# ---- ram_arbiter ----
ram_arbiter/final_clocks.png
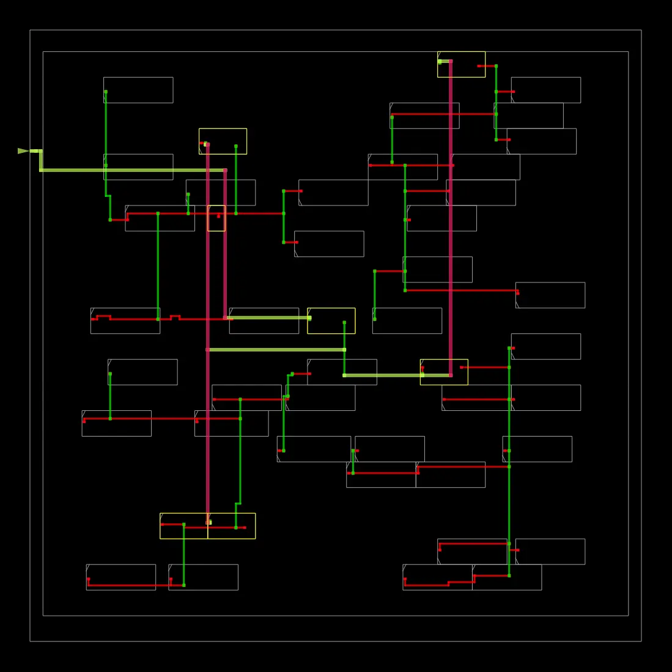

**config.mk**
```make
export PLATFORM = sky130hd
export DESIGN_NAME = ram_arbiter
export DESIGN_NICKNAME = d
export VERILOG_FILES = /design/src/rtl/ram_arbiter.sv
export SDC_FILE = /design/constraint.sdc
export NUM_CORES = 1
export LEC_CHECK = 0
export ABC_AREA = 1
export ABC_CLOCK_PERIOD_IN_PS = 1500
export CAP_MARGIN = 20
export CORE_UTILIZATION = 40
export DETAILED_ROUTE_END_ITERATION = 8
export MAX_ROUTING_LAYER = met4
export PLACE_DENSITY = 0.87
export SYNTH_ARGS = -nofsm -noshare
export SYNTH_HDL_FRONTEND = slang
export SYNTH_SLANG_ARGS = --single-unit
```
**constraint.sdc**
```tcl
create_clock -name clk -period 1.5 [get_ports clk]
set_clock_uncertainty 0.05 [all_clocks]
set_input_delay 0.3 -clock clk [delete_from_list [all_inputs] [get_ports clk]]
set_output_delay 0.3 -clock clk [all_outputs]
set_load 0.02 [all_outputs]
```
**src/rtl/ram_arbiter.sv**
```systemverilog
// Two-port round-robin arbiter and command sequencer for a 32x8 single-port RAM.
// Supports exclusive lock ownership and routes read data back to the issuing port.
module ram_arbiter #(
  parameter int DATA_WIDTH = 7,
  parameter int ADDR_WIDTH = 4
) (
  input  logic                  clk,
  input  logic                  rst,
  input  logic                  p0_req,
  input  logic                  p0_we,
  input  logic                  p0_lock,
  input  logic [ADDR_WIDTH:0]   p0_addr,
  input  logic [DATA_WIDTH:0]   p0_wdata,
  output logic                  p0_gnt,
  output logic                  p0_rvalid,
  output logic [DATA_WIDTH:0]   p0_rdata,
  input  logic                  p1_req,
  input  logic                  p1_we,
  input  logic                  p1_lock,
  input  logic [ADDR_WIDTH:0]   p1_addr,
  input  logic [DATA_WIDTH:0]   p1_wdata,
  output logic                  p1_gnt,
  output logic                  p1_rvalid,
  output logic [DATA_WIDTH:0]   p1_rdata,
  output logic                  ram_rd_en,
  output logic                  ram_wr_en,
  output logic [ADDR_WIDTH:0]   ram_addr,
  output logic [DATA_WIDTH:0]   ram_data_in,
  input  logic [DATA_WIDTH:0]   ram_data_out
);

  typedef enum logic [1:0] {
    ST_OPEN  = 2'd0,
    ST_LOCK0 = 2'd1,
    ST_LOCK1 = 2'd2
  } state_t;

  state_t              state_r;
  state_t              state_next_s;
  logic                last_port_r;

  logic                gnt0_s;
  logic                gnt1_s;
  logic                acc0_s;
  logic                acc1_s;
  logic                acc_any_s;
  logic                acc_port_s;
  logic                acc_we_s;
  logic                acc_lock_s;
  logic [ADDR_WIDTH:0] acc_addr_s;
  logic [DATA_WIDTH:0] acc_wdata_s;

  // Read tag pipeline: stage 1 aligns with the RAM strobe, stage 2 with ram_data_out.
  logic                tag1_valid_r;
  logic                tag1_port_r;
  logic                tag2_valid_r;
  logic                tag2_port_r;

  // State register and round-robin history
  always_ff @(posedge clk) begin
    if (rst) begin
      state_r     <= ST_OPEN;
      last_port_r <= 1'b1;
    end else begin
      state_r <= state_next_s;
      if (acc_any_s) begin
        last_port_r <= acc_port_s;
      end
    end
  end

  // Next-state: the accepted command's lock bit decides ownership
  always_comb begin
    state_next_s = ST_OPEN;
    if (acc_any_s) begin
      if (acc_lock_s) begin
        state_next_s = acc_port_s ? ST_LOCK1 : ST_LOCK0;
      end else begin
        state_next_s = ST_OPEN;
      end
    end else begin
      case (state_r)
        ST_OPEN:  state_next_s = ST_OPEN;
        ST_LOCK0: state_next_s = ST_LOCK0;
        ST_LOCK1: state_next_s = ST_LOCK1;
        default:  state_next_s = ST_OPEN;
      endcase
    end
  end

  // Grant outputs; on a tie the port not accepted last wins
  always_comb begin
    gnt0_s = 1'b0;
    gnt1_s = 1'b0;
    if (rst) begin
      gnt0_s = 1'b0;
      gnt1_s = 1'b0;
    end else begin
      case (state_r)
        ST_OPEN: begin
          if (p0_req && p1_req) begin
            gnt0_s = last_port_r;
            gnt1_s = ~last_port_r;
          end else begin
            gnt0_s = p0_req;
            gnt1_s = p1_req;
          end
        end
        ST_LOCK0: gnt0_s = p0_req;
        ST_LOCK1: gnt1_s = p1_req;
        default: begin
          gnt0_s = 1'b0;
          gnt1_s = 1'b0;
        end
      endcase
    end
  end

  assign p0_gnt    = gnt0_s;
  assign p1_gnt    = gnt1_s;
  assign acc0_s    = p0_req & gnt0_s;
  assign acc1_s    = p1_req & gnt1_s;
  assign acc_any_s = acc0_s | acc1_s;

  // Select the fields of the single accepted command
  always_comb begin
    acc_port_s  = acc1_s;
    if (acc1_s) begin
      acc_we_s    = p1_we;
      acc_lock_s  = p1_lock;
      acc_addr_s  = p1_addr;
      acc_wdata_s = p1_wdata;
    end else begin
      acc_we_s    = p0_we;
      acc_lock_s  = p0_lock;
      acc_addr_s  = p0_addr;
      acc_wdata_s = p0_wdata;
    end
  end

  // RAM command register; address and write data hold when idle
  always_ff @(posedge clk) begin
    if (rst) begin
      ram_rd_en   <= 1'b0;
      ram_wr_en   <= 1'b0;
      ram_addr    <= '0;
      ram_data_in <= '0;
    end else begin
      ram_rd_en <= acc_any_s & ~acc_we_s;
      ram_wr_en <= acc_any_s & acc_we_s;
      if (acc_any_s) begin
        ram_addr <= acc_addr_s;
      end
      if (acc_any_s && acc_we_s) begin
        ram_data_in <= acc_wdata_s;
      end
    end
  end

  // Tag pipeline and read-data return to the issuing port
  always_ff @(posedge clk) begin
    if (rst) begin
      tag1_valid_r <= 1'b0;
      tag1_port_r  <= 1'b0;
      tag2_valid_r <= 1'b0;
      tag2_port_r  <= 1'b0;
      p0_rvalid    <= 1'b0;
      p1_rvalid    <= 1'b0;
      p0_rdata     <= '0;
      p1_rdata     <= '0;
    end else begin
      tag1_valid_r <= acc_any_s & ~acc_we_s;
      tag1_port_r  <= acc_port_s;
      tag2_valid_r <= tag1_valid_r;
      tag2_port_r  <= tag1_port_r;
      p0_rvalid    <= tag2_valid_r & ~tag2_port_r;
      p1_rvalid    <= tag2_valid_r & tag2_port_r;
      if (tag2_valid_r && !tag2_port_r) begin
        p0_rdata <= ram_data_out;
      end
      if (tag2_valid_r && tag2_port_r) begin
        p1_rdata <= ram_data_out;
      end
    end
  end

endmodule

```
# ---- mem_lookup_arbiter ----
--- src/rtl/mem_arb_pkg.sv ---
// mem_arb_pkg: shared FSM state type, requester-id width helper and latency counter width for the lookup arbiter
package mem_arb_pkg;
  typedef enum logic [1:0] {IDLE, ISSUE, WAIT, RESP} state_t;
  localparam int LAT_W = 4;
  function automatic int id_w(input int n);
    return (n > 2) ? $clog2(n) : 1;
  endfunction
endpackage

--- src/rtl/mem_arb_rr_pick.sv ---
// mem_arb_rr_pick: rotating-priority picker; req/ptr in, found/idx out (first set req at or above ptr, wrapping)
module mem_arb_rr_pick #(
  parameter int N_REQ = 4,
  parameter int ID_W = 2
) (
  input  logic [N_REQ-1:0] req,
  input  logic [ID_W-1:0]  ptr,
  output logic             found,
  output logic [ID_W-1:0]  idx
);
  always_comb begin
    found = 1'b0;
    idx = '0;
    for (int i = N_REQ - 1; i >= 0; i--)
      if (req[(int'(ptr) + i) % N_REQ]) begin
        found = 1'b1;
        idx = ID_W'((int'(ptr) + i) % N_REQ);
      end
  end
endmodule

--- src/rtl/mem_lookup_arbiter.sv ---
// mem_lookup_arbiter: round-robin sharing of one memory lookup port; req/req_addr in, gnt out, mem_addr/mem_valid/mem_v_err to memory, rsp_valid/rsp_id/rsp_err/err_count out
module mem_lookup_arbiter
  import mem_arb_pkg::*;
#(
  parameter int N_REQ = 4,
  parameter int ADDR_W = 8,
  parameter int MEM_LAT = 0,
  parameter int ERR_CNT_W = 16,
  localparam int ID_W = id_w(N_REQ)
) (
  input  logic                    clk,
  input  logic                    reset_n,
  input  logic [N_REQ-1:0]        req,
  input  logic [N_REQ*ADDR_W-1:0] req_addr,
  output logic [N_REQ-1:0]        gnt,
  output logic                    rsp_valid,
  output logic [ID_W-1:0]         rsp_id,
  output logic                    rsp_err,
  output logic [ADDR_W-1:0]       mem_addr,
  output logic                    mem_valid,
  input  logic                    mem_v_err,
  output logic [ERR_CNT_W-1:0]    err_count
);
  state_t state, state_d;
  logic [ID_W-1:0] ptr, k, pick;
  logic [LAT_W-1:0] cnt;
  logic found, take, sample;
  mem_arb_rr_pick #(.N_REQ(N_REQ), .ID_W(ID_W)) u_pick (
    .req(req), .ptr(ptr), .found(found), .idx(pick)
  );
  always_ff @(posedge clk)
    state <= !reset_n ? IDLE : state_d;
  always_comb
    state_d = state == IDLE  ? (found ? ISSUE : IDLE) :
              state == ISSUE ? (MEM_LAT == 0 ? RESP : WAIT) :
              state == WAIT  ? (cnt == '0 ? RESP : WAIT) : IDLE;
  always_comb begin
    take = state == IDLE && found;
    sample = (state == ISSUE && MEM_LAT == 0) || (state == WAIT && cnt == '0);
  end
  always_ff @(posedge clk)
    if (!reset_n) begin
      ptr <= '0;
      k <= '0;
      cnt <= '0;
      gnt <= '0;
      mem_valid <= 1'b0;
      mem_addr <= '0;
      rsp_valid <= 1'b0;
      rsp_id <= '0;
      rsp_err <= 1'b0;
      err_count <= '0;
    end else begin
      gnt <= take ? N_REQ'(1) << pick : '0;
      mem_valid <= take;
      rsp_valid <= sample;
      if (take) begin
        k <= pick;
        mem_addr <= req_addr[pick*ADDR_W +: ADDR_W];
      end
      if (state == ISSUE) cnt <= LAT_W'(MEM_LAT - 1);
      else if (state == WAIT) cnt <= cnt - 1'b1;
      if (sample) begin
        rsp_id <= k;
        rsp_err <= mem_v_err;
        if (mem_v_err && err_count != '1) err_count <= err_count + 1'b1;
      end
      if (state == RESP) ptr <= k == ID_W'(N_REQ - 1) ? '0 : k + 1'b1;
    end
endmodule

--- config.mk ---
export PLATFORM = sky130hd
export DESIGN_NAME = mem_lookup_arbiter
export DESIGN_NICKNAME = d
export VERILOG_FILES = /design/src/rtl/mem_arb_pkg.sv /design/src/rtl/mem_arb_rr_pick.sv /design/src/rtl/mem_lookup_arbiter.sv
export SDC_FILE = /design/constraint.sdc
export NUM_CORES = 1
export LEC_CHECK = 0
export CORE_MARGIN = 4
export CORE_UTILIZATION = 45
export DETAILED_ROUTE_END_ITERATION = 12
export PLACE_DENSITY = 0.79
export SYNTH_ARGS = -nofsm -noshare
export SYNTH_HDL_FRONTEND = slang
export SYNTH_HIERARCHICAL = 1
export SYNTH_SLANG_ARGS = --single-unit
export TNS_END_PERCENT = 50
--- constraint.sdc ---
create_clock -name clk -period 2.72 [get_ports clk]
set_input_delay 0.544 -clock clk [delete_from_list [all_inputs] [get_ports clk]]
set_output_delay 0.544 -clock clk [all_outputs]
set_load 0.01 [all_outputs]
# ---- issue_scoreboard ----
[src/rtl/issue_scoreboard_pkg.sv]
// rtl/issue_scoreboard_pkg.sv - shared types and defaults for the issue scoreboard
package issue_scoreboard_pkg;

  localparam int SB_XCNT         = 32;
  localparam int SB_RW           = $clog2(SB_XCNT);
  localparam int SB_MAX_INFLIGHT = 4;

  // Decoded instruction as seen by the scoreboard; decode drives this.
  typedef struct packed {
    logic [SB_RW-1:0] rs1;
    logic [SB_RW-1:0] rs2;
    logic [SB_RW-1:0] rd;
    logic             uses_rs1;
    logic             uses_rs2;
    logic             writes_rd;
  } sb_issue_t;

  // Register 0 is hardwired zero and never carries a hazard.
  function automatic logic sb_reg_nonzero(input logic [SB_RW-1:0] r);
    return r != '0;
  endfunction

endpackage

[src/rtl/sb_reg_counter.sv]
// rtl/sb_reg_counter.sv - up/down/clear saturating counter with zero and max flags
module sb_reg_counter #(
  parameter int MAX = 4,
  parameter int W   = $clog2(MAX + 1)
) (
  input  logic         clk_i,
  input  logic         rst_ni,
  input  logic         clr_i,
  input  logic         inc_i,
  input  logic         dec_i,
  output logic [W-1:0] cnt_o,
  output logic         is_zero_o,
  output logic         is_max_o
);

  logic [W-1:0] cnt_q;
  logic [W-1:0] cnt_d;

  assign cnt_o     = cnt_q;
  assign is_zero_o = (cnt_q == '0);
  assign is_max_o  = (cnt_q == W'(MAX));

  // Next count: clear wins, simultaneous inc/dec cancel, both ends saturate.
  always_comb begin
    cnt_d = cnt_q;
    if (clr_i) begin
      cnt_d = '0;
    end else if (inc_i && !dec_i && !is_max_o) begin
      cnt_d = cnt_q + W'(1);
    end else if (dec_i && !inc_i && !is_zero_o) begin
      cnt_d = cnt_q - W'(1);
    end
  end

  // Count register.
  always_ff @(posedge clk_i or negedge rst_ni) begin
    if (!rst_ni) begin
      cnt_q <= '0;
    end else begin
      cnt_q <= cnt_d;
    end
  end

endmodule

[src/rtl/issue_scoreboard.sv]
// rtl/issue_scoreboard.sv - register-hazard scoreboard gating decode issue
module issue_scoreboard
  import issue_scoreboard_pkg::*;
#(
  parameter int XCNT         = SB_XCNT,
  parameter int MAX_INFLIGHT = SB_MAX_INFLIGHT,
  parameter bit WB_BYPASS    = 1'b1,
  localparam int RW          = $clog2(XCNT),
  localparam int CW          = $clog2(MAX_INFLIGHT + 1)
) (
  input  logic            clk_i,
  input  logic            rst_ni,
  input  logic            issue_valid_i,
  output logic            issue_ready_o,
  input  logic [RW-1:0]   issue_rs1_i,
  input  logic [RW-1:0]   issue_rs2_i,
  input  logic            issue_uses_rs1_i,
  input  logic            issue_uses_rs2_i,
  input  logic [RW-1:0]   issue_rd_i,
  input  logic            issue_writes_rd_i,
  input  logic            wb_valid_i,
  input  logic [RW-1:0]   wb_rd_i,
  input  logic            flush_i,
  output logic [XCNT-1:0] pending_mask_o,
  output logic [CW-1:0]   inflight_o,
  output logic [31:0]     stall_cycles_o,
  output logic            sb_error_o
);

  sb_issue_t iss;
  assign iss = '{rs1: issue_rs1_i, rs2: issue_rs2_i, rd: issue_rd_i,
                 uses_rs1: issue_uses_rs1_i, uses_rs2: issue_uses_rs2_i,
                 writes_rd: issue_writes_rd_i};

  logic [CW-1:0]   cnt [XCNT];
  logic [XCNT-1:0] zero_vec;
  logic [XCNT-1:0] max_vec;
  logic [XCNT-1:0] busy_vec;
  logic            inflight_max;
  logic            inflight_zero_unused;

  logic        hazard;
  logic        wb_hit;
  logic        full;
  logic        accept_wr;
  logic        wb_retire;
  logic        wb_err;
  logic [31:0] stall_q, stall_d;
  logic        err_q, err_d;

  // x0 never holds a pending write.
  assign cnt[0]      = '0;
  assign zero_vec[0] = 1'b1;
  assign max_vec[0]  = 1'b0;

  // Busy view of each register; with bypass, the last pending write retiring
  // this cycle already counts as done.
  always_comb begin
    for (int r = 0; r < XCNT; r++) begin
      busy_vec[r] = !zero_vec[r];
      if (WB_BYPASS && wb_valid_i && (wb_rd_i == RW'(r)) && (cnt[r] == CW'(1))) begin
        busy_vec[r] = 1'b0;
      end
    end
  end

  // Issue gating: source hazards, per-register full, global full, flush.
  always_comb begin
    hazard = (iss.uses_rs1 && sb_reg_nonzero(iss.rs1) && busy_vec[iss.rs1])
          || (iss.uses_rs2 && sb_reg_nonzero(iss.rs2) && busy_vec[iss.rs2])
          || (iss.writes_rd && sb_reg_nonzero(iss.rd) && max_vec[iss.rd]);
    // A writeback only frees a slot if it actually retires a pending write.
    wb_hit        = wb_valid_i && sb_reg_nonzero(wb_rd_i) && !zero_vec[wb_rd_i];
    wb_err        = wb_valid_i && !flush_i && sb_reg_nonzero(wb_rd_i) && zero_vec[wb_rd_i];
    full          = inflight_max && !wb_hit;
    issue_ready_o = !flush_i && !hazard && !full;
    accept_wr     = issue_valid_i && issue_ready_o && iss.writes_rd && sb_reg_nonzero(iss.rd);
    wb_retire     = wb_hit && !flush_i;
  end

  for (genvar r = 1; r < XCNT; r++) begin : g_reg_cnt
    sb_reg_counter #(.MAX(MAX_INFLIGHT), .W(CW)) u_cnt (
      .clk_i     (clk_i),
      .rst_ni    (rst_ni),
      .clr_i     (flush_i),
      .inc_i     (accept_wr && (iss.rd == RW'(r))),
      .dec_i     (wb_retire && (wb_rd_i == RW'(r))),
      .cnt_o     (cnt[r]),
      .is_zero_o (zero_vec[r]),
      .is_max_o  (max_vec[r])
    );
  end

  sb_reg_counter #(.MAX(MAX_INFLIGHT), .W(CW)) u_inflight (
    .clk_i     (clk_i),
    .rst_ni    (rst_ni),
    .clr_i     (flush_i),
    .inc_i     (accept_wr),
    .dec_i     (wb_retire),
    .cnt_o     (inflight_o),
    .is_zero_o (inflight_zero_unused),
    .is_max_o  (inflight_max)
  );

  assign pending_mask_o = ~zero_vec;

  // Saturating stall count and sticky writeback-underflow flag.
  always_comb begin
    stall_d = stall_q;
    if (issue_valid_i && !issue_ready_o && (stall_q != 32'hFFFF_FFFF)) begin
      stall_d = stall_q + 32'd1;
    end
    err_d = err_q | wb_err;
  end

  // Status registers.
  always_ff @(posedge clk_i or negedge rst_ni) begin
    if (!rst_ni) begin
      stall_q <= '0;
      err_q   <= 1'b0;
    end else begin
      stall_q <= stall_d;
      err_q   <= err_d;
    end
  end

  assign stall_cycles_o = stall_q;
  assign sb_error_o     = err_q;

endmodule

[config.mk]
export PLATFORM = sky130hd
export DESIGN_NAME = issue_scoreboard
export DESIGN_NICKNAME = d
export VERILOG_FILES = /design/src/rtl/issue_scoreboard_pkg.sv /design/src/rtl/sb_reg_counter.sv /design/src/rtl/issue_scoreboard.sv
export SDC_FILE = /design/constraint.sdc
export NUM_CORES = 1
export LEC_CHECK = 0
export CORE_MARGIN = 2
export CORE_UTILIZATION = 45
export DETAILED_ROUTE_END_ITERATION = 8
export SLEW_MARGIN = 20
export SYNTH_ARGS = -nofsm -noshare
export SYNTH_HDL_FRONTEND = slang
export SYNTH_HIERARCHICAL = 1
export SYNTH_SLANG_ARGS = --single-unit
[constraint.sdc]
create_clock -name clk_i -period 5.9 [get_ports clk_i]
set_input_delay 1.475 -clock clk_i [delete_from_list [all_inputs] [get_ports clk_i]]
set_output_delay 1.475 -clock clk_i [all_outputs]
set_load 0.02 [all_outputs]
# ---- block_pixel_writer ----
--- src/rtl/block_pixel_writer.sv ---
// block_pixel_writer: maps block-local drawer pixels to screen
// coordinates, applies a saturating colour offset to the block's
// base RGB, and queues the results for the framebuffer write port.
//
// Ports:
//   clk, reset                    clock, synchronous active-high reset
//   cmd_valid/cmd_ready           block command handshake
//   cmd_col/cmd_row/cmd_rgb       board cell and base colour {R,G,B}
//   in_valid/in_ready             drawer pixel handshake
//   in_x/in_y/in_color/in_last    local pixel, signed offset, last flag
//   fb_valid/fb_ready             framebuffer write handshake
//   fb_x/fb_y/fb_rgb              head-of-queue write (held when empty)
//   done                          one-cycle pulse when block is written
//   err_oob                       sticky flag for dropped pixels
module block_pixel_writer #(
  parameter int BLOCK_SIZE = 20,
  parameter int X_ORIGIN   = 220,
  parameter int Y_ORIGIN   = 40,
  parameter int COLS       = 10,
  parameter int ROWS       = 20,
  parameter int SCREEN_W   = 640,
  parameter int SCREEN_H   = 480,
  parameter int FIFO_DEPTH = 4
) (
  input  logic        clk,
  input  logic        reset,
  input  logic        cmd_valid,
  output logic        cmd_ready,
  input  logic [3:0]  cmd_col,
  input  logic [4:0]  cmd_row,
  input  logic [23:0] cmd_rgb,
  input  logic        in_valid,
  output logic        in_ready,
  input  logic [9:0]  in_x,
  input  logic [8:0]  in_y,
  input  logic [8:0]  in_color,
  input  logic        in_last,
  output logic        fb_valid,
  input  logic        fb_ready,
  output logic [9:0]  fb_x,
  output logic [8:0]  fb_y,
  output logic [23:0] fb_rgb,
  output logic        done,
  output logic        err_oob
);

  localparam int AW = (FIFO_DEPTH > 1) ? $clog2(FIFO_DEPTH) : 1;
  localparam int CW = AW + 1;

  localparam logic [10:0]   LP_BS   = 11'(BLOCK_SIZE);
  localparam logic [10:0]   LP_XO   = 11'(X_ORIGIN);
  localparam logic [10:0]   LP_YO   = 11'(Y_ORIGIN);
  localparam logic [10:0]   LP_SW   = 11'(SCREEN_W);
  localparam logic [10:0]   LP_SH   = 11'(SCREEN_H);
  localparam logic [4:0]    LP_COLS = 5'(COLS);
  localparam logic [5:0]    LP_ROWS = 6'(ROWS);
  localparam logic [CW-1:0] LP_DEP  = CW'(FIFO_DEPTH);
  localparam logic [CW-1:0] LP_CONE = CW'(1);
  localparam logic [AW-1:0] LP_PONE = AW'(1);

  typedef struct packed {
    logic [9:0]  x;
    logic [8:0]  y;
    logic [23:0] rgb;
  } pix_t;

  typedef enum logic [1:0] {
    S_IDLE,
    S_ACTIVE,
    S_DRAIN
  } state_t;

  state_t r_state;
  state_t w_state_nx;

  logic [3:0]  r_col;
  logic [4:0]  r_row;
  logic [23:0] r_rgb;
  logic        r_err;

  logic        r_s1_valid;
  logic [9:0]  r_s1_x;
  logic [8:0]  r_s1_y;
  logic [9:0]  r_s1_r;
  logic [9:0]  r_s1_g;
  logic [9:0]  r_s1_b;

  pix_t          r_mem [FIFO_DEPTH];
  logic [AW-1:0] r_wptr;
  logic [AW-1:0] r_rptr;
  logic [CW-1:0] r_count;
  pix_t          r_hold;

  logic          w_cmd_fire;
  logic          w_in_fire;
  logic          w_drop;
  logic [10:0]   w_sx;
  logic [10:0]   w_sy;
  logic [9:0]    w_off;
  logic [CW-1:0] w_occ;
  logic          w_empty_all;
  logic          w_push;
  logic          w_pop;
  pix_t          w_push_data;
  pix_t          w_out;

  function automatic logic [7:0] f_clamp(input logic [9:0] s);
    if (s[9]) begin
      return 8'h00;
    end else if (s[8]) begin
      return 8'hFF;
    end else begin
      return s[7:0];
    end
  endfunction

  assign w_cmd_fire  = cmd_valid && cmd_ready;
  assign w_in_fire   = in_valid && in_ready;
  assign w_occ       = r_count + CW'(r_s1_valid);
  assign w_empty_all = !r_s1_valid && (r_count == '0);
  assign w_push      = r_s1_valid;
  assign w_pop       = (r_count != '0) && fb_ready;

  // 11 bits hold the worst case (col/row/local at their field maxima)
  assign w_sx = LP_XO + 11'(r_col) * LP_BS + {1'b0, in_x};
  assign w_sy = LP_YO + 11'(r_row) * LP_BS + {2'b0, in_y};
  assign w_off = {in_color[8], in_color};

  assign w_drop = ({1'b0, in_x} >= LP_BS)
               || ({2'b0, in_y} >= LP_BS)
               || ({1'b0, r_col} >= LP_COLS)
               || ({1'b0, r_row} >= LP_ROWS)
               || (w_sx >= LP_SW)
               || (w_sy >= LP_SH);

  // FSM: state register
  always_ff @(posedge clk) begin
    if (reset) begin
      r_state <= S_IDLE;
    end else begin
      r_state <= w_state_nx;
    end
  end

  // FSM: next state
  always_comb begin
    w_state_nx = r_state;
    unique case (r_state)
      S_IDLE: begin
        if (w_cmd_fire) w_state_nx = S_ACTIVE;
      end
      S_ACTIVE: begin
        if (w_in_fire && in_last) w_state_nx = S_DRAIN;
      end
      S_DRAIN: begin
        if (w_empty_all) w_state_nx = S_IDLE;
      end
      default: w_state_nx = S_IDLE;
    endcase
  end

  // FSM: outputs
  always_comb begin
    cmd_ready = 1'b0;
    in_ready  = 1'b0;
    done      = 1'b0;
    unique case (r_state)
      S_IDLE:   cmd_ready = 1'b1;
      S_ACTIVE: in_ready  = (w_occ < LP_DEP);
      S_DRAIN:  done      = w_empty_all;
      default:  cmd_ready = 1'b0;
    endcase
  end

  always_ff @(posedge clk) begin
    if (reset) begin
      r_col <= '0;
      r_row <= '0;
      r_rgb <= '0;
      r_err <= 1'b0;
    end else if (w_cmd_fire) begin
      r_col <= cmd_col;
      r_row <= cmd_row;
      r_rgb <= cmd_rgb;
      r_err <= 1'b0;
    end else if (w_in_fire && w_drop) begin
      r_err <= 1'b1;
    end
  end

  assign err_oob = r_err;

  // Stage 1: dropped pixels complete the handshake but never
  // occupy the stage register.
  always_ff @(posedge clk) begin
    if (reset) begin
      r_s1_valid <= 1'b0;
      r_s1_x     <= '0;
      r_s1_y     <= '0;
      r_s1_r     <= '0;
      r_s1_g     <= '0;
      r_s1_b     <= '0;
    end else begin
      r_s1_valid <= w_in_fire && !w_drop;
      if (w_in_fire) begin
        r_s1_x <= w_sx[9:0];
        r_s1_y <= w_sy[8:0];
        r_s1_r <= {2'b00, r_rgb[23:16]} + w_off;
        r_s1_g <= {2'b00, r_rgb[15:8]} + w_off;
        r_s1_b <= {2'b00, r_rgb[7:0]} + w_off;
      end
    end
  end

  // Stage 2: saturate and push
  always_comb begin
    w_push_data.x   = r_s1_x;
    w_push_data.y   = r_s1_y;
    w_push_data.rgb = {f_clamp(r_s1_r),
                       f_clamp(r_s1_g),
                       f_clamp(r_s1_b)};
  end

  always_ff @(posedge clk) begin
    if (w_push) begin
      r_mem[r_wptr] <= w_push_data;
    end
  end

  // r_hold keeps the last popped entry so fb_* stay put when empty
  always_ff @(posedge clk) begin
    if (reset) begin
      r_wptr  <= '0;
      r_rptr  <= '0;
      r_count <= '0;
      r_hold  <= '0;
    end else begin
      if (w_push) begin
        r_wptr <= r_wptr + LP_PONE;
      end
      if (w_pop) begin
        r_rptr <= r_rptr + LP_PONE;
        r_hold <= r_mem[r_rptr];
      end
      case ({w_push, w_pop})
        2'b10:   r_count <= r_count + LP_CONE;
        2'b01:   r_count <= r_count - LP_CONE;
        default: r_count <= r_count;
      endcase
    end
  end

  assign fb_valid = (r_count != '0);
  assign w_out    = fb_valid ? r_mem[r_rptr] : r_hold;
  assign fb_x     = w_out.x;
  assign fb_y     = w_out.y;
  assign fb_rgb   = w_out.rgb;

endmodule

--- config.mk ---
export PLATFORM = sky130hd
export DESIGN_NAME = block_pixel_writer
export DESIGN_NICKNAME = d
export VERILOG_FILES = /design/src/rtl/block_pixel_writer.sv
export SDC_FILE = /design/constraint.sdc
export NUM_CORES = 1
export LEC_CHECK = 0
export CORE_ASPECT_RATIO = 0.5
export CORE_MARGIN = 2
export CORE_UTILIZATION = 45
export CTS_CLUSTER_DIAMETER = 50
export DETAILED_ROUTE_END_ITERATION = 7
export GPL_TIMING_DRIVEN = 1
export HOLD_SLACK_MARGIN = 0.03
export PLACE_DENSITY = 0.67
export SYNTH_ARGS = -nofsm -noshare
export SYNTH_HDL_FRONTEND = slang
export SYNTH_SLANG_ARGS = --single-unit
--- constraint.sdc ---
create_clock -name clk -period 3 [get_ports clk]
set_input_delay 0.75 -clock clk [delete_from_list [all_inputs] [get_ports clk]]
set_output_delay 0.75 -clock clk [all_outputs]
set_load 0.005 [all_outputs]

==> notes/layouts.md <==
Pictures saved along the way, in no particular order.

Placement density heat map.
picture 1
Drawn at 2 px/um. 17 x 17 tiles, from white (low) to dark blue (high), 0 to 100% covered.
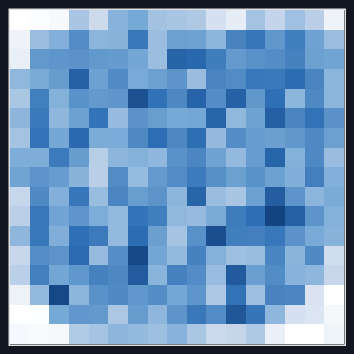
picture 2
Drawn at 6 px/um. 6 x 6 tiles, from white (low) to dark blue (high), 0 to 100% covered.
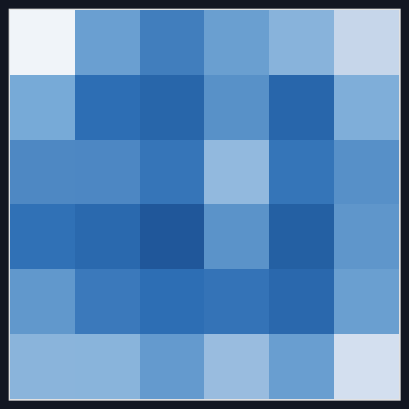
picture 3
Drawn at 2 px/um. 25 x 13 tiles, from white (low) to dark blue (high), 0 to 100% covered.
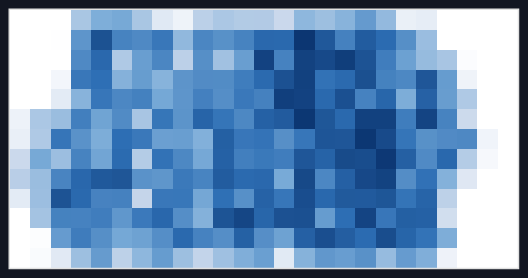
picture 4
Drawn at 4 px/um. 8 x 8 tiles, from white (low) to dark blue (high), 0 to 100% covered.
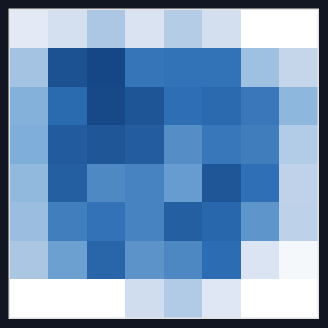
Block_pixel_writer is picture 3.
mem_lookup_arbiter is picture 4.
issue_scoreboard is picture 1.
ram_arbiter is picture 2.
The one with the smallest die is picture 2.

Key to picture 2:
mean over tiles: 59%
fullest tile: 84%
tiles over 75% full: 19%

block_pixel_writer/final_clocks.png
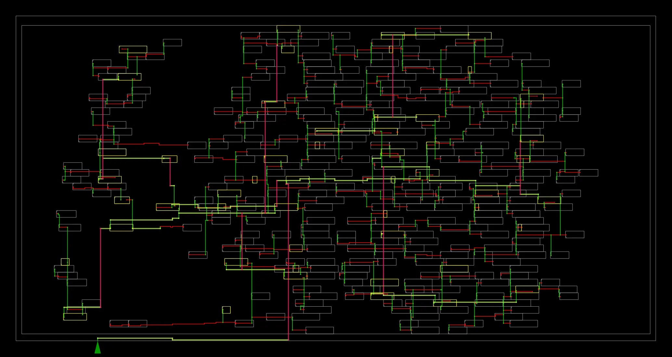
CTS Sinks: 310
TritonCTS buffer count: 28

==> CHANGELOG.md, block_pixel_writer <==
## Implementation

* Top Usage Layer GRT: met2
* Post-DRT Antenna Nets at 0
* Yosys stat chip area at 14000 sq um
* End-of-flow core utilization at 57.4%
* Slew headroom at 56.4%
* Setup Viol. Count Final at 0
* Synth area leader: edfxtp_1
* Placed instance area at 15900 sq um
* Fraction of registers with async set/reset at 0%
* Tool warnings at 30
* Peak VDD IR at 0.291 mV
* Status: finished, final reports clean
* Placer Congestion at 0.855
* Sequence of cells on the critical path: buf_12 -> buf_12 -> buf_8 -> mux4_2 -> mux2_4 -> buf_6
* Most used cell along the critical path: buf_12
* Top flop regs: r_mem x172, r_hold x43, r_rgb x24
* R2R depth at 12
* Clock network area share at 5.60%
* Reg2reg setup slack at 100 ps
* TNS Setup at 0 ps
* Routed WL at 33.6 mm
* Seq cells post-synth at 310
* PwrDens at 541 nW/um^2
* R2r endpoint: r_s1_valid$_SDFF_PP0_
* Vias in the first global route at 9614
* Most frequent logic cell in the layout: nand2_1
* Share of layout cells above drive strength 1 at 21.8%
* Post-Layout Cell Count at 1809
* Synth cell types at 53
* WL per Instance at 18.6 um
==> block_pixel_writer: power groups by stage <==
| stage | sequential, W | combinational, W | clock (W) |
|---|---|---|---|
| after detailed placement | 0.00474 | 0.000945 | 0 |
| after CTS | 0.00465 | 0.000975 | 0.00384 |
| final | 0.00465 | 0.00105 | 0.00377 |
| after global placement | 0.00473 | 0.000924 | 0 |
| after floorplan | 0.00471 | 0.000595 | 0 |
| after global routing | 0.00466 | 0.00116 | 0.00401 |
==> block_pixel_writer: Yosys cell counts (all sizes together) (2+ instances only) <==
library cell    n
or3             5
a21o            6
clkbuf         26
nor2b           5
xor2           12
a21oi         126
inv            62
fa              8
edfxtp        172
o2111ai         7
nor3           11
mux4           43
o31ai           3
mux2i           2
a311oi          2
nand2b          2
nor2           85
o211ai         10
nand3          12
o21a            7
a2111oi         2
buf            37
o21bai          3
a211oi         13
xnor2          13
or2             2
o21ai          27
a31oi           6
dfxtp         138
nor4            4
ha             67
and2            6
o41ai           2
and4            5
and3            2
nand4           3
mux2           43
nand2         217
nand3b          7
==> block_pixel_writer: what timing repair did <==
action,CTS,global route
gates cloned,5,0
resized,203,69
setup endpoints to repair,46,45
pin swaps,2,24
buffers inserted,19,6
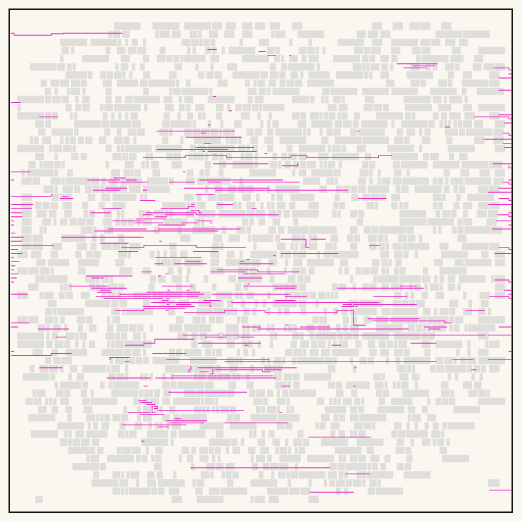
issue_scoreboard/met3.png
Drawn at 3 px/um.
main direction: horizontal
share of all routed wire: 6.8%
longest straight run: 87.4 um
wire length on this layer: 2590 um
nets with wire on the layer: 202

==> CHANGELOG.md, issue_scoreboard <==
## Implementation

* Setup crit start kind: primary input
* Core area at 26100 sq um
* CP delay by family, top: buffers and inverters
* Post-Layout Cell Count at 1997
* Final Slew Violations at 0
* DRC viols at 10
* Sequence of cells on the critical path: clkdlybuf4s50_1 -> buf_4 -> and4_1 -> buf_4 -> a31oi_1 -> a21oi_1 -> a2111oi_0 -> a21oi_1 -> and4b_1 -> nand4_4 -> inv_4 -> dlymetal6s2s_1
* RR Startpoint: g_reg_cnt[19].u_cnt/cnt_o[1]$_DFFE_PN0P_
* Crit path buf inv count at 5
* PwrDens at 160 nW/um^2
* Most frequent logic cell in the layout: nor2_1
* Final instance area at 14800 sq um
* Peak VDD IR at 0.144 mV
* Status: complete, but fails checks
* PnR worst setup slack at 253 ps
* Hold buffers post-CTS at 0
* Flop area at 3230 sq um
* Hold Path Depth at 1
* Tool warnings at 26
* Hold slack at 491 ps
* Violated checks: DRC
* Syn nets at 1505
* WP depth at 12
* Reg2reg setup slack at 1470 ps
* TNS Setup at 0 ps
* Total gr overflow at 0
* Clk slew on worst S/H paths at 70 ps
* Die ar. at 28000 sq um
* Router iterations before antenna repair at 9
issue_scoreboard: area by class of cell:
cell class | count | area share, %
multi-input combinational | 1111 | 53.5
sequential | 129 | 21.8
timing repair buffer | 228 | 13.7
inverter | 162 | 4.13
clock buffer | 17 | 2.88
tap | 335 | 2.84
clock inverter | 15 | 1.07
issue_scoreboard: routing by layer:
metal	vias up	share of wire [%]	global-route usage [%]
li1	5671	-	-
met5	-	0	0
met1	5878	46	37.9
met2	418	45	42.8
met4	0	2.1	6.96
met3	59	6.8	5.15
issue_scoreboard: registers in the layout, indices dropped and copies added, names as in the netlist:
| register | cells |
|---|---|
| g_reg_cnt.u_cnt/cnt_o | 93 |
| stall_cycles_o | 32 |
| u_inflight/cnt_o | 3 |
| sb_error_o | 1 |
issue_scoreboard: power breakdown:
group	total [W]	leakage, nW	internal (W)	switching, W
sequential	0.000931	1.79	0.000904	0.0000267
combinational	0.000340	4.28	0.000140	0.000200
clock	0.00109	0.285	0.000567	0.000520
total	0.00236	6.36	0.00161	0.000747
issue_scoreboard: what timing repair did:
action | CTS | global route
pin swaps | 0 | 0
endpoints found under the hold margin | 0 | 0
buffers inserted | 0 | 0
gates resized | 2 | 2
setup endpoints to repair | 1 | 1
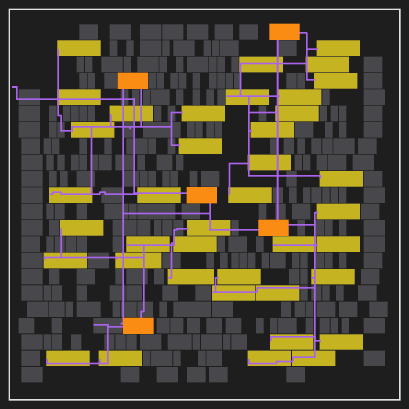
ram_arbiter/clock_map.png
Drawn at 6 px/um.
[clock wires] purple | length: 474 um
[flip-flops] yellow | count: 39
[cells driving clock nets] orange | count: 5
routed clock nets: 6
clk latency of the worst-skew pair: 290 ps
power share of the clock group: 30.4%
Power Clock: 0.000711 W

About ram_arbiter/final_clocks.png:
flop count: 39
# clk buffers: 6
CTS Sinks: 39

==> CHANGELOG.md, ram_arbiter <==
## Implementation

* Status: finished, final reports clean
* Die height at 64.9 um
* Post-CTS Setup Bufs at 0
* Number of enable flip-flop cells at 0
* End-of-flow core utilization at 68.4%
* Clk slew on worst S/H paths at 70 ps
* Most frequent logic cell in the layout: nor2_1
* Main flop type: dfxtp_1
* Hold Path Depth at 2
* ANT cells at 0
* Reg2reg setup slack at 100 ps
* Flop area at 783 sq um
* Switching part of the total power at 27.3%
* Sequence of cells on the critical path: nor2_4 -> nand2_2 -> nand2_2 -> inv_2 -> buf_6
* Worst Hold Launch: tag1_port_r$_SDFF_PP0_
* Setup Viol. Count Final at 0
* I/O Buffers at 76
* Sequential power at 0.00113 W
* Cell with the most instances after synthesis: nor2_1
* Synth Instances at 217
* Core area at 3720 sq um
* PwrDens at 921 nW/um^2
## ram_arbiter: layout make-up
class / count / share of cell area (%)
tap: 48 / 2.36
clock inverter: 1 / 0.197
timing repair buffer: 90 / 32.4
inverter: 25 / 3.69
multi-input combinational: 148 / 27.2
clock buffer: 6 / 3.25
sequential: 39 / 30.8
## ram_arbiter: logic make-up after synthesis
logic type | count (synthesis) | synth area share, %
buffers and inverters | 31 | 8.23
AND/OR/NAND/NOR | 112 | 30.9
AND-OR/OR-AND | 35 | 11.5
flip-flops | 39 | 49.4
## ram_arbiter: critical path: cells and delay by family, from the launching register on
family,cells,cell delay (ps)
flip-flops,1,340
AND/OR/NAND/NOR,3,290
buffers and inverters,2,160
## ram_arbiter: flip-flops by register name (all words and copies together) (netlist names), 2 cells and up
name / cells
p0_rdata: 8
p1_rdata: 8
ram_addr: 5
ram_data_in: 8
state_r: 2
## ram_arbiter: per-layer routing
metal  GRT usage, %  part of all wire [%]  vias to the layer above
li1               -                     -                      851
met1           20.2                    42                      688
met2           34.5                    49                       60
met3           6.16                   7.4                        7
met4           10.8                   2.3                        0
met5              -                     0                        -
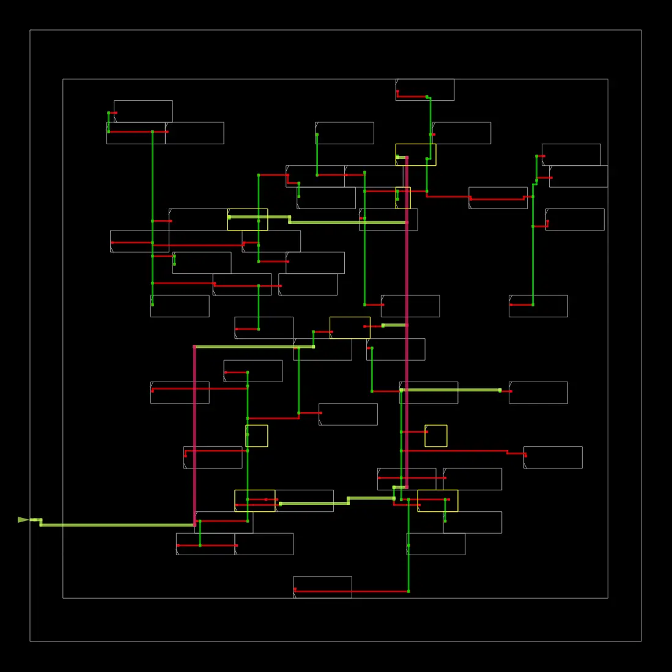
mem_lookup_arbiter/final_clocks.png
Power Clock: 0.000411 W
TritonCTS buffer count: 5
CTS Sinks: 43

==> CHANGELOG.md, mem_lookup_arbiter <==
## Implementation

* Status: finished, final reports clean
* Reg2reg setup slack at 700 ps
* Reg power frac at 48.9%
* GRT Util Overall at 17.9%
* R2r endpoint: mem_addr[5]$_SDFFE_PN0P_
* CP Class: in2reg
* Final Hold Fails at 0
* Synth Instances at 234
* Tmin final at 2310 ps
* Max reg flops at 16
* Root buffer cell: clkbuf_8
* Xor/xnor share at 0%
* Clk slew on worst S/H paths at 80 ps
* Synth Area in Compound Gates at 15.6%
* Dpl hpwl at 3.86 mm
* Clk latency of the worst-skew pair at 300 ps
* Placement Rows at 24
* RR Startpoint: ptr[0]$_SDFFE_PN0N_
* Flop count at 43
* Synth area leader: dfxtp_1
* # clk buffers at 5
* Internal cell power at 0.00103 W
* Top cells by count: dfxtp_1, nand2_1, a21oi_1
* Pwr top: registers
* Setup Viol. Count Final at 0
* ANT cells at 0
* Most frequent logic cell in the layout: clkdlybuf4s50_1
* Worst Skew at 4.49 ps
* Comb power at 0.000321 W
* Vias per cell at 5.67
* R2R depth at 6
## mem_lookup_arbiter: per-layer routing
layer	GRT usage [%]	vias to the layer above	wire (um)
li1	-	1003	-
met1	19.8	953	2060
met2	30.3	67	2440
met3	8.67	6	522
met4	5.25	0	63
met5	0	-	0
## mem_lookup_arbiter: metrics by stage
| stage | power, W | worst slack [ps] |
|---|---|---|
| finish | 0.00143 | 407 |
| global route | 0.00151 | 301 |
| CTS | 0.00145 | 410 |
| detailed placement | 0.00104 | 90.9 |
| global placement | 0.00103 | 145 |
| floorplan | 0.000887 | 652 |
## mem_lookup_arbiter: how the worst max path moves through the flow
| stage | startpoint | to | slack (ps) | cells past startpoint |
|---|---|---|---|---|
| CTS | req[1] | mem_addr[2]$_SDFFE_PN0P_ | 410 | 7 |
| global route | req[1] | mem_addr[0]$_SDFFE_PN0P_ | 300 | 7 |
| finish | req[1] | mem_addr[5]$_SDFFE_PN0P_ | 410 | 7 |
| global placement | req[1] | mem_addr[6]$_SDFFE_PN0P_ | 140 | 7 |
| floorplan | req[3] | mem_addr[5]$_SDFFE_PN0P_ | 650 | 6 |
| detailed placement | req[1] | mem_addr[5]$_SDFFE_PN0P_ | 90 | 7 |


==> layout pictures side by side <==
Signal wires on met1.
shot_01.png
Drawn at 4 px/um. Supply wires on this layer in grey.
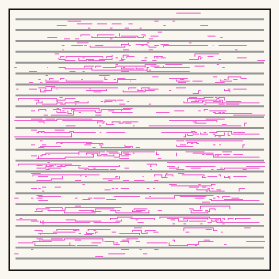
shot_02.png
Drawn at 1.5 px/um. Supply wires on this layer in grey.
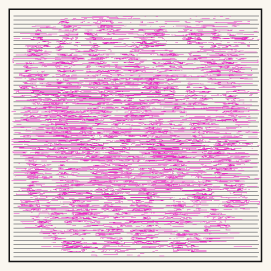
shot_03.png
Drawn at 4 px/um. Supply wires on this layer in grey.
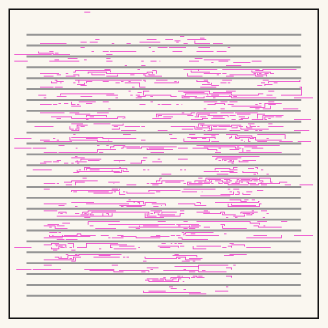
shot_04.png
Drawn at 1.5 px/um. Supply wires on this layer in grey.
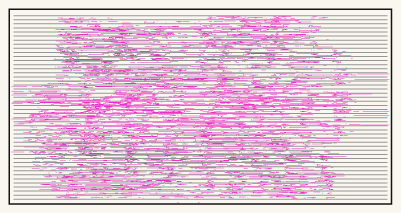
shot_02.png -> issue_scoreboard
shot_03.png -> mem_lookup_arbiter
shot_04.png -> block_pixel_writer
shot_01.png -> ram_arbiter


==> gallery <==
Metal 3.
(a)
Drawn at 8 px/um.
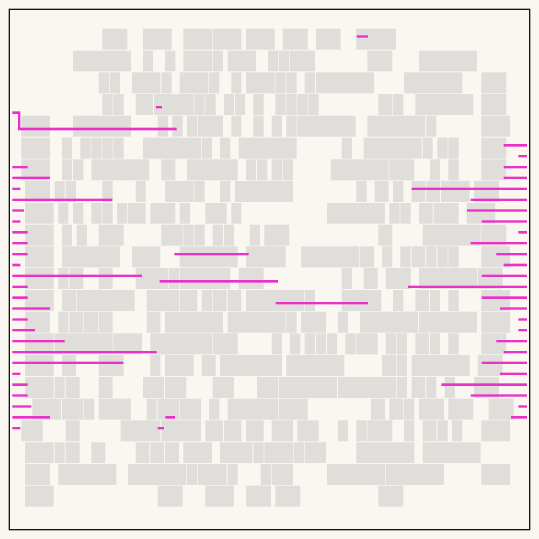
(b)
Drawn at 6 px/um.
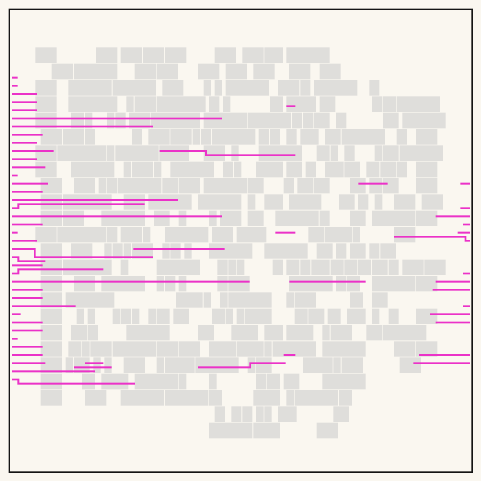
(c)
Drawn at 2 px/um.
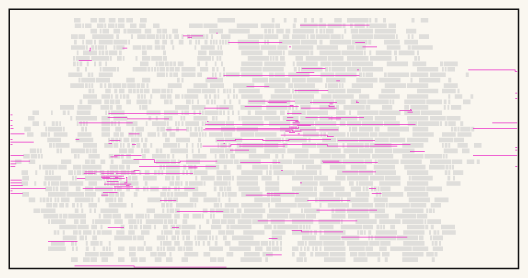
(b): mem_lookup_arbiter
(c): block_pixel_writer
(a): ram_arbiter

Power figures rest on the tool's default switching activity, not on a simulated workload.
